=== block 1 ===
File: src/rtl/abcd_sweep_sequencer_pkg.sv
// Shared definitions for the ABCD sweep sequencer: FSM state encodings and
// default parameter values.
package abcd_sweep_sequencer_pkg;

   typedef enum logic [1:0] {
      ST_IDLE   = 2'd0,
      ST_SETTLE = 2'd1,
      ST_SAMPLE = 2'd2,
      ST_FINISH = 2'd3
   } sweep_state_e;

   localparam int DEFAULT_WIDTH         = 4;
   localparam int DEFAULT_SETTLE_CYCLES = 2;

endpackage

File: src/rtl/abcd_sweep_sequencer_settle_timer.sv
// Loadable down-counter that times how long each ABCD code is held.
// expire is high while the count is 1, i.e. in the last settle cycle.
module settle_timer #(
   parameter int W = 2
) (
   input  logic         clk,
   input  logic         rst,
   input  logic         load,
   input  logic         dec,
   input  logic [W-1:0] load_value,
   output logic         expire
);

   logic [W-1:0] count_q;

   // Load has priority over decrement; the count never underflows past zero.
   always_ff @(posedge clk) begin
      if (rst) begin
         count_q <= '0;
      end else if (load) begin
         count_q <= load_value;
      end else if (dec && (count_q != '0)) begin
         count_q <= count_q - W'(1);
      end
   end

   assign expire = (count_q == W'(1));

endmodule

File: src/rtl/abcd_sweep_sequencer.sv
// Self-timed sweep of every ABCD code into an external decoder, collecting
// the sampled F values into a truth-table bitmap plus a count of zeros.
module abcd_sweep_sequencer
   import abcd_sweep_sequencer_pkg::*;
#(
   parameter int WIDTH         = DEFAULT_WIDTH,
   parameter int SETTLE_CYCLES = DEFAULT_SETTLE_CYCLES
) (
   input  logic                  CLK,
   input  logic                  RST,
   input  logic                  START,
   input  logic                  F,
   output logic [WIDTH-1:0]      ABCD,
   output logic [(2**WIDTH)-1:0] MAP,
   output logic [WIDTH:0]        ZERO_CNT,
   output logic                  BUSY,
   output logic                  DONE
);

   localparam int               NUM_VEC  = 2**WIDTH;
   localparam int               TIMER_W  = $clog2(SETTLE_CYCLES) + 1;
   localparam logic [WIDTH-1:0] LAST_IDX = WIDTH'(NUM_VEC - 1);

   sweep_state_e          state_q;
   sweep_state_e          state_d;
   logic [WIDTH-1:0]      idx_q;
   logic [NUM_VEC-1:0]    map_q;
   logic [WIDTH:0]        zero_cnt_q;
   logic                  timer_load;
   logic                  timer_dec;
   logic                  timer_expire;
   logic                  last_idx;

   assign last_idx = (idx_q == LAST_IDX);

   settle_timer #(
      .W (TIMER_W)
   ) u_settle_timer (
      .clk        (CLK),
      .rst        (RST),
      .load       (timer_load),
      .dec        (timer_dec),
      .load_value (TIMER_W'(SETTLE_CYCLES)),
      .expire     (timer_expire)
   );

   always_ff @(posedge CLK) begin
      if (RST) begin
         state_q <= ST_IDLE;
      end else begin
         state_q <= state_d;
      end
   end

   // The timer is reloaded whenever a new code starts being driven.
   always_comb begin
      state_d    = state_q;
      timer_load = 1'b0;
      timer_dec  = 1'b0;
      case (state_q)
         ST_IDLE: begin
            if (START) begin
               state_d    = ST_SETTLE;
               timer_load = 1'b1;
            end
         end
         ST_SETTLE: begin
            timer_dec = 1'b1;
            if (timer_expire) begin
               state_d = ST_SAMPLE;
            end
         end
         ST_SAMPLE: begin
            if (last_idx) begin
               state_d = ST_FINISH;
            end else begin
               state_d    = ST_SETTLE;
               timer_load = 1'b1;
            end
         end
         ST_FINISH: begin
            state_d = ST_IDLE;
         end
         default: begin
            state_d = ST_IDLE;
         end
      endcase
   end

   // Results survive in IDLE and are cleared only when a new sweep starts.
   always_ff @(posedge CLK) begin
      if (RST) begin
         idx_q      <= '0;
         map_q      <= '0;
         zero_cnt_q <= '0;
      end else begin
         case (state_q)
            ST_IDLE: begin
               if (START) begin
                  idx_q      <= '0;
                  map_q      <= '0;
                  zero_cnt_q <= '0;
               end
            end
            ST_SAMPLE: begin
               map_q[idx_q] <= F;
               zero_cnt_q   <= zero_cnt_q + {{WIDTH{1'b0}}, ~F};
               if (!last_idx) begin
                  idx_q <= idx_q + WIDTH'(1);
               end
            end
            default: begin
            end
         endcase
      end
   end

   assign ABCD     = idx_q;
   assign MAP      = map_q;
   assign ZERO_CNT = zero_cnt_q;
   assign BUSY     = (state_q == ST_SETTLE) || (state_q == ST_SAMPLE);
   assign DONE     = (state_q == ST_FINISH);

endmodule

File: config.mk
export PLATFORM = sky130hd
export DESIGN_NAME = abcd_sweep_sequencer
export DESIGN_NICKNAME = d
export VERILOG_FILES = /design/src/rtl/abcd_sweep_sequencer_pkg.sv /design/src/rtl/abcd_sweep_sequencer_settle_timer.sv /design/src/rtl/abcd_sweep_sequencer.sv
export SDC_FILE = /design/constraint.sdc
export NUM_CORES = 1
export LEC_CHECK = 0
export ABC_AREA = 0
export ABC_CLOCK_PERIOD_IN_PS = 2300
export CAP_MARGIN = 0
export CELL_PAD_IN_SITES_DETAIL_PLACEMENT = 1
export CELL_PAD_IN_SITES_GLOBAL_PLACEMENT = 2
export CORE_ASPECT_RATIO = 0.8
export CORE_MARGIN = 2
export CORE_UTILIZATION = 31
export CTS_BUF_LIST = sky130_fd_sc_hd__clkbuf_16
export DETAILED_ROUTE_END_ITERATION = 8
export GPL_ROUTABILITY_DRIVEN = 1
export MAX_ROUTING_LAYER = met4
export PLACE_DENSITY_LB_ADDON = 0.1
export SETUP_SLACK_MARGIN = 0.3
export SKIP_CTS_REPAIR_TIMING = 1
export SLEW_MARGIN = 20
export SYNTH_ARGS = -nofsm -noshare
export SYNTH_HDL_FRONTEND = slang
export SYNTH_HIERARCHICAL = 1
export SYNTH_SLANG_ARGS = --single-unit
File: constraint.sdc
create_clock -name CLK -period 2.3 [get_ports CLK]
set_input_delay 0.46 -clock CLK [delete_from_list [all_inputs] [get_ports CLK]]
set_output_delay 0.46 -clock CLK [all_outputs]
set_load 0.02 [all_outputs]
=== block 2 ===
===== src/rtl/prog_rom_loader.sv =====
// Program image loader: takes a length-prefixed, XOR-checksummed byte stream and
// writes it word-by-word into program memory, holding the MCU in reset meanwhile.
module prog_rom_loader #(
  parameter int ADDR_W      = 10,
  parameter int DATA_W      = 18,
  parameter int TIMEOUT_CYC = 1_000_000
) (
  input  logic              clk,
  input  logic              rst_n,
  input  logic              load_en,
  input  logic [7:0]        rx_data,
  input  logic              rx_valid,
  output logic              rx_ready,
  output logic              prog_we,
  output logic [ADDR_W-1:0] prog_waddr,
  output logic [DATA_W-1:0] prog_wdata,
  output logic              mcu_rst,
  output logic              busy,
  output logic              done,
  output logic              err,
  output logic [1:0]        err_code
);

  typedef enum logic [3:0] {
    S_IDLE, S_LEN_HI, S_LEN_LO, S_B0, S_B1, S_B2, S_WRITE, S_CSUM, S_DONE, S_ERROR
  } state_t;

  localparam logic [1:0] E_TIMEOUT = 2'd0;
  localparam logic [1:0] E_LEN     = 2'd1;
  localparam logic [1:0] E_WORD    = 2'd2;
  localparam logic [1:0] E_CSUM    = 2'd3;

  localparam int              TW     = (TIMEOUT_CYC > 1) ? $clog2(TIMEOUT_CYC) : 1;
  localparam logic [TW-1:0]   T_LAST = TW'((TIMEOUT_CYC > 0) ? TIMEOUT_CYC - 1 : 0);
  localparam logic [16:0]     MAX_N  = 17'(2 ** ADDR_W);

  state_t             state_q, state_d;
  logic [1:0]         err_code_q, err_code_d;
  logic [7:0]         len_hi_q;
  logic [ADDR_W-1:0]  last_q;
  logic [ADDR_W-1:0]  idx_q;
  logic [7:0]         csum_q;
  logic [1:0]         b0_q;
  logic [7:0]         b1_q;
  logic [ADDR_W-1:0]  waddr_q;
  logic [DATA_W-1:0]  wdata_q;
  logic [TW-1:0]      tcnt_q;
  logic [15:0]        len_n;
  logic               accept;
  logic               timed_out;

  assign rx_ready = (state_q == S_LEN_HI) || (state_q == S_LEN_LO) || (state_q == S_B0) ||
                    (state_q == S_B1) || (state_q == S_B2) || (state_q == S_CSUM);
  assign prog_we    = (state_q == S_WRITE);
  assign busy       = rx_ready || prog_we;
  assign done       = (state_q == S_DONE);
  assign err        = (state_q == S_ERROR);
  assign mcu_rst    = busy || err;
  assign err_code   = err ? err_code_q : 2'd0;
  assign prog_waddr = waddr_q;
  assign prog_wdata = wdata_q;

  // A dropped load_en aborts, so a byte presented in that same cycle is not consumed.
  assign accept    = rx_valid && rx_ready && load_en;
  assign len_n     = {len_hi_q, rx_data};
  assign timed_out = (TIMEOUT_CYC != 0) && rx_ready && !accept && (tcnt_q == T_LAST);

  // NOTE: every signal written here gets a default first, otherwise a path that
  // skips the assignment infers a latch.
  always_comb begin
    state_d    = state_q;
    err_code_d = err_code_q;
    if (state_q != S_IDLE && !load_en) begin
      state_d = S_IDLE;
    end else if (timed_out) begin
      state_d    = S_ERROR;
      err_code_d = E_TIMEOUT;
    end else begin
      unique case (state_q)
        S_IDLE:   if (load_en) state_d = S_LEN_HI;
        S_LEN_HI: if (accept) state_d = S_LEN_LO;
        S_LEN_LO: if (accept) begin
          if (len_n == '0 || {1'b0, len_n} > MAX_N) begin
            state_d    = S_ERROR;
            err_code_d = E_LEN;
          end else begin
            state_d = S_B0;
          end
        end
        S_B0: if (accept) begin
          if (rx_data[7:2] != '0) begin
            state_d    = S_ERROR;
            err_code_d = E_WORD;
          end else begin
            state_d = S_B1;
          end
        end
        S_B1:    if (accept) state_d = S_B2;
        S_B2:    if (accept) state_d = S_WRITE;
        S_WRITE: state_d = (idx_q == last_q) ? S_CSUM : S_B0;
        S_CSUM: if (accept) begin
          if (rx_data == csum_q) begin
            state_d = S_DONE;
          end else begin
            state_d    = S_ERROR;
            err_code_d = E_CSUM;
          end
        end
        S_DONE, S_ERROR: state_d = state_q;
        default: state_d = S_IDLE;
      endcase
    end
  end

  // NOTE: sequential state uses non-blocking assignments so every register samples
  // the pre-edge values regardless of statement order.
  always_ff @(posedge clk or negedge rst_n) begin
    if (!rst_n) begin
      state_q    <= S_IDLE;
      err_code_q <= 2'd0;
    end else begin
      state_q    <= state_d;
      err_code_q <= err_code_d;
    end
  end

  always_ff @(posedge clk or negedge rst_n) begin
    if (!rst_n) begin
      len_hi_q <= '0;
      last_q   <= '0;
      idx_q    <= '0;
      csum_q   <= '0;
      b0_q     <= '0;
      b1_q     <= '0;
      waddr_q  <= '0;
      wdata_q  <= '0;
      tcnt_q   <= '0;
    end else begin
      if (state_q == S_IDLE) begin
        idx_q  <= '0;
        csum_q <= '0;
        tcnt_q <= '0;
      end else begin
        if (accept)
          tcnt_q <= '0;
        else if (rx_ready && TIMEOUT_CYC != 0)
          tcnt_q <= tcnt_q + TW'(1);
        if (accept && state_q != S_CSUM)
          csum_q <= csum_q ^ rx_data;
        if (state_q == S_WRITE && idx_q != last_q)
          idx_q <= idx_q + ADDR_W'(1);
      end
      // Write address/data are captured on the B2 byte so they are already stable
      // during the WRITE strobe and then hold until the next word completes.
      if (accept) begin
        unique case (state_q)
          S_LEN_HI: len_hi_q <= rx_data;
          S_LEN_LO: last_q   <= ADDR_W'(len_n - 16'd1);
          S_B0:     b0_q     <= rx_data[1:0];
          S_B1:     b1_q     <= rx_data;
          S_B2: begin
            waddr_q <= idx_q;
            wdata_q <= {b0_q, b1_q, rx_data};
          end
          default: ;
        endcase
      end
    end
  end

endmodule

===== config.mk =====
export PLATFORM = sky130hd
export DESIGN_NAME = prog_rom_loader
export DESIGN_NICKNAME = d
export VERILOG_FILES = /design/src/rtl/prog_rom_loader.sv
export SDC_FILE = /design/constraint.sdc
export NUM_CORES = 1
export LEC_CHECK = 0
export CAP_MARGIN = 5
export CELL_PAD_IN_SITES_DETAIL_PLACEMENT = 2
export CELL_PAD_IN_SITES_GLOBAL_PLACEMENT = 2
export CORE_MARGIN = 4
export CORE_UTILIZATION = 37
export DETAILED_ROUTE_END_ITERATION = 6
export PLACE_DENSITY = 0.86
export SLEW_MARGIN = 15
export SYNTH_ARGS = -nofsm -noshare
export SYNTH_HDL_FRONTEND = slang
export SYNTH_SLANG_ARGS = --single-unit

===== constraint.sdc =====
create_clock -name clk -period 2.3 [get_ports clk]
set_input_delay 0.46 -clock clk [delete_from_list [all_inputs] [get_ports clk]]
set_output_delay 0.46 -clock clk [all_outputs]
set_load 0.05 [all_outputs]

=== block 3 ===
$ cat src/rtl/mem_arbiter.sv
// mem_arbiter: shares one RAM port between an instruction-fetch requester
// and a load/store requester.
//
// Handshake: a requester raises req with address/data and keeps them stable
// until it sees its gnt in the same cycle. The request is consumed on the
// rising edge that ends a gnt=1 cycle. A granted read answers with rvalid=1
// for exactly the following cycle. rdata keeps its last value otherwise.
//
// Ports:
//   clk, rst_n                    clock, async active-low reset
//   if_req/if_addr                fetch request (always a word read)
//   if_gnt/if_rvalid/if_rdata     fetch grant and read response
//   ls_req/ls_we/ls_bytes         load/store request, size code
//   ls_addr/ls_wdata              load/store address and store data
//   ls_gnt/ls_rvalid/ls_err       grant, load response valid, illegal size
//   ls_rdata                      load result
//   ram_addr/ram_wd/ram_bytes/ram_we  shared RAM request
//   ram_dout                      RAM read data (combinational)
module mem_arbiter #(
  parameter int A_WIDTH = 32
) (
  input  logic               clk,
  input  logic               rst_n,
  input  logic               if_req,
  input  logic [A_WIDTH-1:0] if_addr,
  output logic               if_gnt,
  output logic               if_rvalid,
  output logic [31:0]        if_rdata,
  input  logic               ls_req,
  input  logic               ls_we,
  input  logic [2:0]         ls_bytes,
  input  logic [A_WIDTH-1:0] ls_addr,
  input  logic [A_WIDTH-1:0] ls_wdata,
  output logic               ls_gnt,
  output logic               ls_rvalid,
  output logic               ls_err,
  output logic [31:0]        ls_rdata,
  output logic [A_WIDTH-1:0] ram_addr,
  output logic [A_WIDTH-1:0] ram_wd,
  output logic [2:0]         ram_bytes,
  output logic               ram_we,
  input  logic [31:0]        ram_dout
);

  localparam logic [2:0] SZ_WORD = 3'b010;

  // Which requester won most recently; the other one wins a contended cycle.
  typedef enum logic {
    GRANT_IF = 1'b0,
    GRANT_LS = 1'b1
  } grant_e;

  grant_e last_grant;
  logic   ls_illegal;
  logic   ls_read;

  always_comb begin
    ls_illegal = (ls_bytes == 3'b011) || (ls_bytes == 3'b110) ||
                 (ls_bytes == 3'b111);
  end

  // Grant decision. Reset gates both grants so nothing reaches the RAM while
  // rst_n is low, even with requests pending.
  always_comb begin
    if_gnt = 1'b0;
    ls_gnt = 1'b0;
    if (rst_n) begin
      if (if_req && ls_req) begin
        if (last_grant == GRANT_IF) ls_gnt = 1'b1;
        else                        if_gnt = 1'b1;
      end else begin
        if_gnt = if_req;
        ls_gnt = ls_req;
      end
    end
  end

  // An illegal size code is still granted (consumed) but flagged, never
  // writes and never produces a read response.
  always_comb begin
    ls_err  = ls_gnt && ls_illegal;
    ls_read = ls_gnt && !ls_we && !ls_illegal;
  end

  // RAM request mux; idle values when nothing usable is granted.
  always_comb begin
    ram_addr  = '0;
    ram_wd    = '0;
    ram_bytes = SZ_WORD;
    ram_we    = 1'b0;
    if (if_gnt) begin
      ram_addr = if_addr;
    end else if (ls_gnt && !ls_illegal) begin
      ram_addr  = ls_addr;
      ram_wd    = ls_wdata;
      ram_bytes = ls_bytes;
      ram_we    = ls_we;
    end
  end

  always_ff @(posedge clk or negedge rst_n) begin
    if (!rst_n) begin
      last_grant <= GRANT_IF;
    end else if (if_gnt) begin
      last_grant <= GRANT_IF;
    end else if (ls_gnt) begin
      last_grant <= GRANT_LS;
    end
  end

  // Read responses: one cycle latency, data held between responses.
  always_ff @(posedge clk or negedge rst_n) begin
    if (!rst_n) begin
      if_rvalid <= 1'b0;
      ls_rvalid <= 1'b0;
      if_rdata  <= '0;
      ls_rdata  <= '0;
    end else begin
      if_rvalid <= if_gnt;
      ls_rvalid <= ls_read;
      if (if_gnt)  if_rdata <= ram_dout;
      if (ls_read) ls_rdata <= ram_dout;
    end
  end

endmodule

$ cat config.mk
export PLATFORM = sky130hd
export DESIGN_NAME = mem_arbiter
export DESIGN_NICKNAME = d
export VERILOG_FILES = /design/src/rtl/mem_arbiter.sv
export SDC_FILE = /design/constraint.sdc
export NUM_CORES = 1
export LEC_CHECK = 0
export CAP_MARGIN = 10
export CORE_MARGIN = 8
export CORE_UTILIZATION = 32
export CTS_BUF_LIST = sky130_fd_sc_hd__clkbuf_8
export CTS_CLUSTER_DIAMETER = 50
export CTS_CLUSTER_SIZE = 40
export DETAILED_ROUTE_END_ITERATION = 10
export HOLD_SLACK_MARGIN = 0.08
export PLACE_DENSITY_LB_ADDON = 0.08
export SYNTH_ARGS = -nofsm -noshare
export SYNTH_HDL_FRONTEND = slang
export SYNTH_SLANG_ARGS = --single-unit
$ cat constraint.sdc
create_clock -name clk -period 2.2 [get_ports clk]
set_input_delay 0.44 -clock clk [delete_from_list [all_inputs] [get_ports clk]]
set_output_delay 0.44 -clock clk [all_outputs]
set_load 0.01 [all_outputs]
### Zoomed window, block 3

Scale bar: 10 µm. Region (37, 14) to (77, 54) µm. Cells in grey, sequential cells in the stronger grey; small squares are vias.
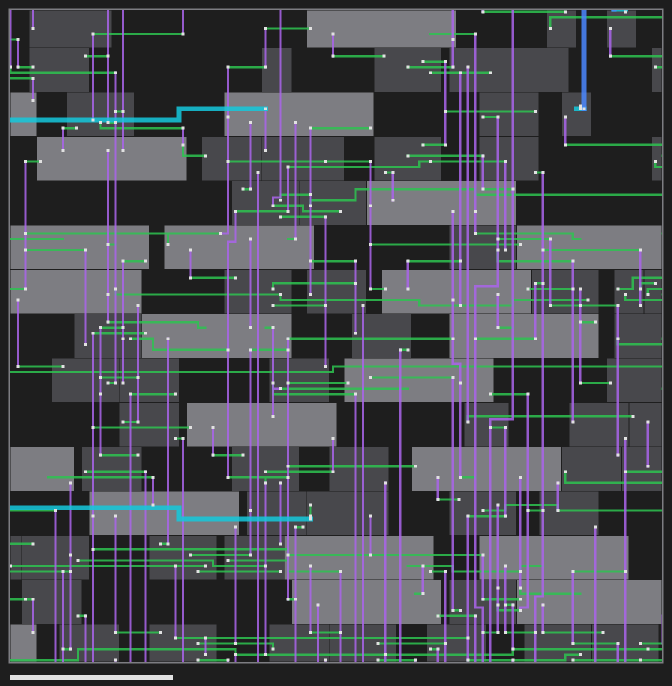
legend:
  M3:
    colour: cyan
  M4:
    colour: blue
  M2:
    colour: purple
  M1:
    colour: green
cells with their middle in the window: 72
netlist names of flops here include: ls_rdata (10), if_rdata (8)
sequential cells in the window: 19
most frequent: clkdlybuf4s50_1 (21), mux2_2 (18), dfrtp_1 (18)

==> run_results.csv, block 3 <==
group,metric,value,unit
layout,nets,668,
global_route,busiest_layer,"met2",
power,leakagePower,2.85,nW
placement,dp.final_hpwl,11.7,mm
cts,cts-root-buf,"clkbuf_8",
placement,place_ws,-0.698,ns
outcome,outcome,"finished with violations",
critical_path,crit_type,"flip-flop to output pin",
power,ir_worst_vdd,0.000657,V
synthesis,ys_seq_elements,67,
route,drt_iter0_drc,136,
synthesis,ys_sh_xor,0,
final_timing,maxSlewViolCount,0,
route,wl_met2,7.30,mm
placement,place_congestion,0.936,
layout,comb_share,0.213,
route,vias,3085,
final_timing,layout_setup_ws,-0.0434,ns
final_timing,grt_setup_unrepaired,"yes",
layout,nFillCells,733,
synthesis,ys_sh_adder,0,
power,comb_power_share,0.394,
synthesis,yosys_cells,227,
final_timing,setup_viol,20,
layout,clkbuf_count,10,
floorplan,fp.dieH,114,µm
critical_path,cp.depth,6,
synthesis,flop_cell,"dfrtp_1",
synthesis,async_flop_share,1.00,
global_route,grtUsageTotal,0.217,
cts,hold_buffers,0,
global_route,overflow,0,
outcome,failed_checks,"setup timing",
cts,numCtsBuffers,9,
critical_path,cp_data_required_time,1.76,ns
cts,clock_path_buffers,2,
cts,insertion_delay,0.34,ns
global_route,antenna_found_initial,0,
critical_path,crit_arrival,1.80,ns
flow_run,warnings,28,
critical_path,crit_chain,"a211oi_4 -> buf_6 -> buf_12 -> buf_16 -> a22o_1 -> buf_6",
critical_path,critPathCapture,"ram_addr[11]",
cts,htreeDepth,3,
synthesis,synth-edff-count,0,
critical_path,cp_common_cell,"buf_6",
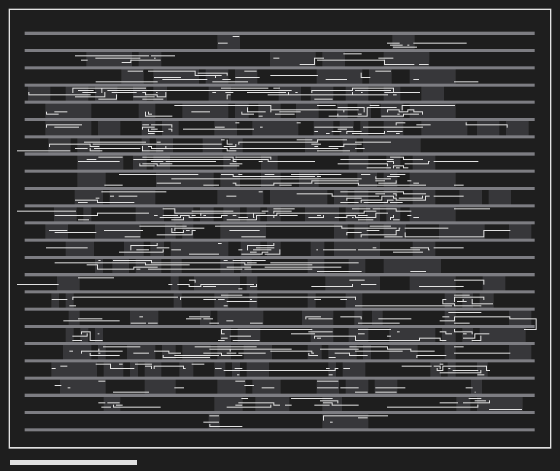
*The metal 1 layer, block 1*
Scale bar: 20 µm. Supply wires on this layer in grey. Cells faint in the background.
share of all routed wire: 48%
longest straight run: 29.9 µm
wire length on this layer: 2080 µm
nets with wire on the layer: 192
main direction: horizontal
Post-Route WL: 4.31 mm
GRT met1 Usage: 0.193
vias: 1433

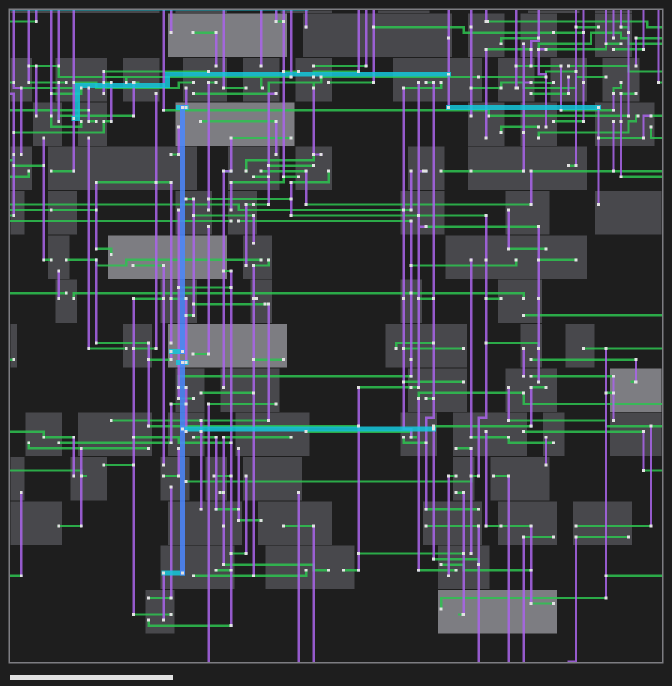
*Zoomed window, block 1*
Scale bar: 10 µm. Region (23, 1) to (63, 41) µm. Cells in grey, sequential cells in the stronger grey; small squares are vias.
legend:
  M2:
    colour: purple
  M4:
    colour: blue
  M1:
    colour: green
  M3:
    colour: cyan
cells with their middle in the window: 74
sequential cells in the window: 5
netlist names of flops here include: state_q (2)
most frequent: o22ai_1 (7), ha_1 (6), clkdlybuf4s50_1 (6)

==> run_results.csv, block 1 <==
group,metric,value,unit
outcome,outcome,"finished clean",
critical_path,cp-start-kind,"flip-flop",
global_route,grt_use_met2,0.269,
synthesis,ys_top_cells_by_count,"29 x dfxtp_1, 17 x o22ai_1, 15 x a32o_1, 13 x ha_1",
floorplan,taps,62,
critical_path,startpoint,"state_q[0]",
placement,dp_cells,257,
critical_path,crit_fanout,5,
synthesis,topCellsByArea,"dfxtp_1 36%, ha_1 9.9%, a32o_1 9.2%",
power,p_per_area,858,nW/µm²
route,drt_first_pass_iters,4,
final_timing,slew_headroom,0.613,
final_timing,min_period,1.92,ns
route,wl_met1,2.08,mm
critical_path,crit_chain,"ha_1 -> clkdlybuf4s50_1",
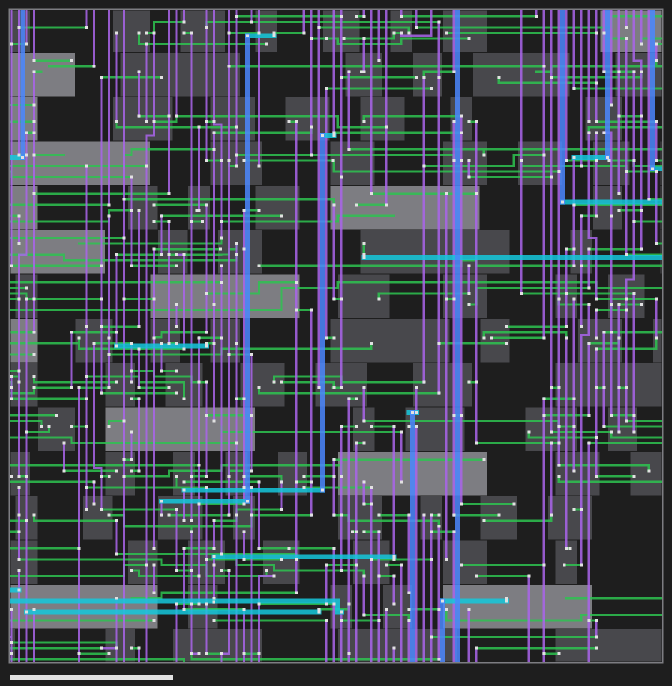
*Zoomed window, block 2*
Scale bar: 10 µm. Region (42, 17) to (82, 57) µm. Cells in grey, sequential cells in the stronger grey; small squares are vias.
legend:
  M4:
    colour: blue
  M3:
    colour: cyan
  M2:
    colour: purple
  M1:
    colour: green
netlist names of flops here include: tcnt_q (6)
cells with their middle in the window: 90
sequential cells in the window: 8
most frequent: buf_4 (12), nand2_1 (11), o21ai_0 (11)

==> run_results.csv, block 2 <==
group,metric,value,unit
outcome,outcome,"finished clean",
synthesis,synth_cell_types,52,
route,drt_iter0_drc,271,
worst_hold_path,whs_endpoint,"b1_q[6]",
synthesis,post_synth_ao_oa_area_fraction,0.134,
floorplan,fp.dieH,125,µm
layout,logic_area,2410,µm²
layout,utilization,0.486,
synthesis,synth_cells,509,
synthesis,mux_share,0.0949,
power,p_clk_frac,0.198,
synthesis,async_flop_share,1.00,
critical_path,r2r_slack,0.11,ns
global_route,busiest_layer,"met2",
floorplan,ios,48,
layout,clkbuf_count,12,
route,route.met3.wl,621,µm
power,power_frac_seq,0.337,
critical_path,cpLargestDelayFamily,"flip-flops",
layout,lay_top_count,"dfrtp_1",
critical_path,cp_num_buf_inv,2,
critical_path,crit_arrival,1.78,ns
layout,inverters,12,
layout,largestClassByArea,"flip-flops and latches",
floorplan,taps,176,
placement,dp_cells,747,
synthesis,yosys_cells,509,
power,top_power_group,"combinational cells",
flow_run,warnings,27,
synthesis,yosysTopAreaCell,"dfrtp_1",
route,top_layer,"met4",
layout,comb_cells,367,
placement,place_congestion,0.845,
cts,clk_pin_slew,0.07,ns
layout,layout-area-overhead-vs-synth,28.3,%
route,vias_per_cell,5.74,
cts,clock_path_buffers,2,
synthesis,syn_area,5030,µm²
route,wl_met1,7.00,mm
global_route,grt_pass1_wl,29.0,mm
synthesis,ys_seq_frac,0.497,
critical_path,worst_path_max_delay_cell,"dfrtp_1",
route,drc_errors,0,

==> screenshots <==
Cells by drive strength.
Scale bar: 20 µm.
panel A
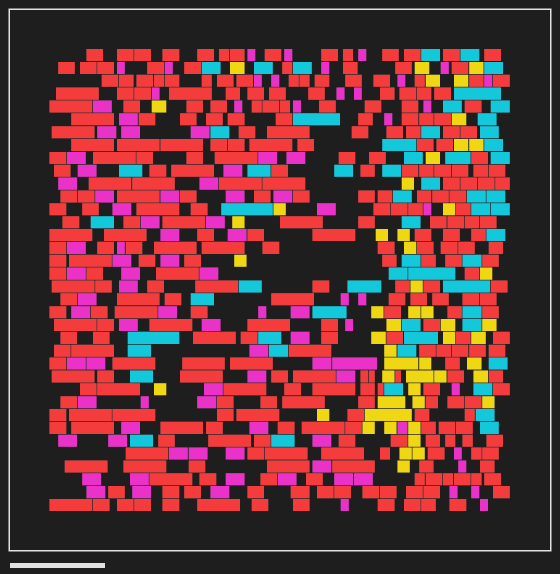
panel B
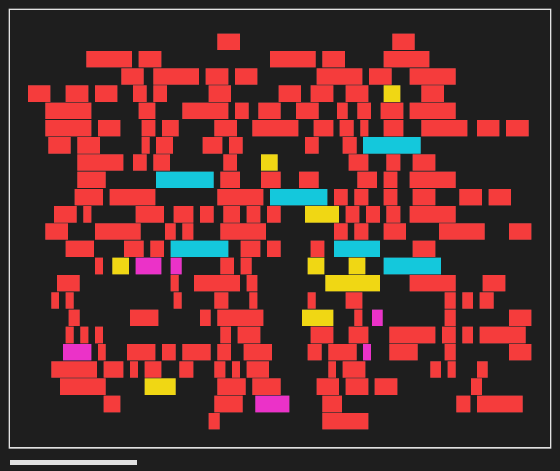
panel C
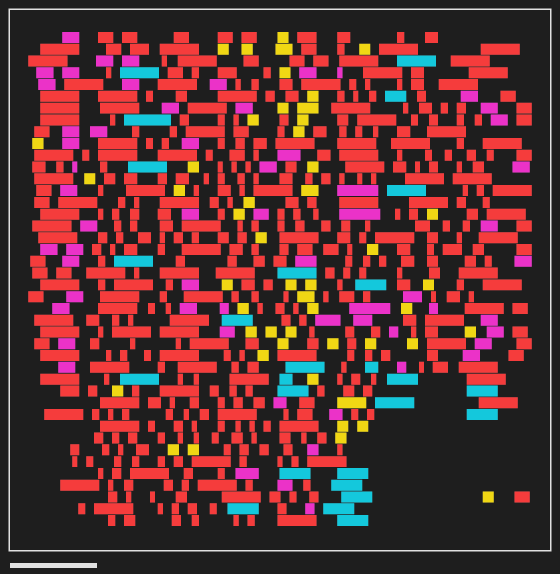
block 1: panel B
block 2: panel C
block 3: panel A
The one with the fewest cells is panel B.
The one with the largest die is panel C.

Key to panel A:
legend:
  x2:
    colour: magenta
    cells: 97
    share: 18%
  x1 and smaller:
    colour: red
    cells: 329
    share: 61%
  x3 and x4:
    colour: yellow
    cells: 51
    share: 9.5%
  x6 and larger:
    colour: cyan
    cells: 59
    share: 11%



==> notes/layouts.md <==
Pictures saved along the way, in no particular order.

Congestion heat map.
(a)
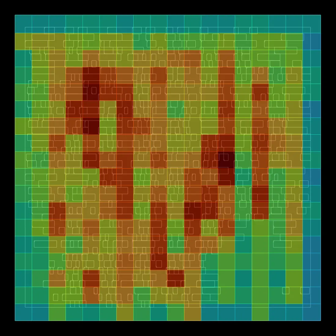
(b)
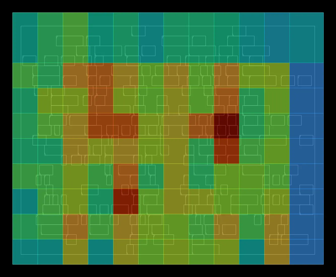
(c)
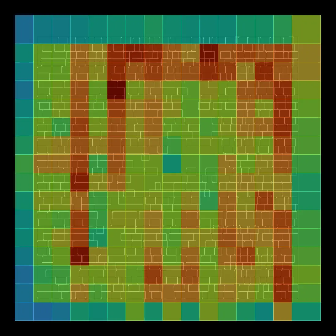
- (b) = block 1
- (c) = block 3
- (a) = block 2

Power figures rest on the tool's default switching activity, not on a simulated workload.
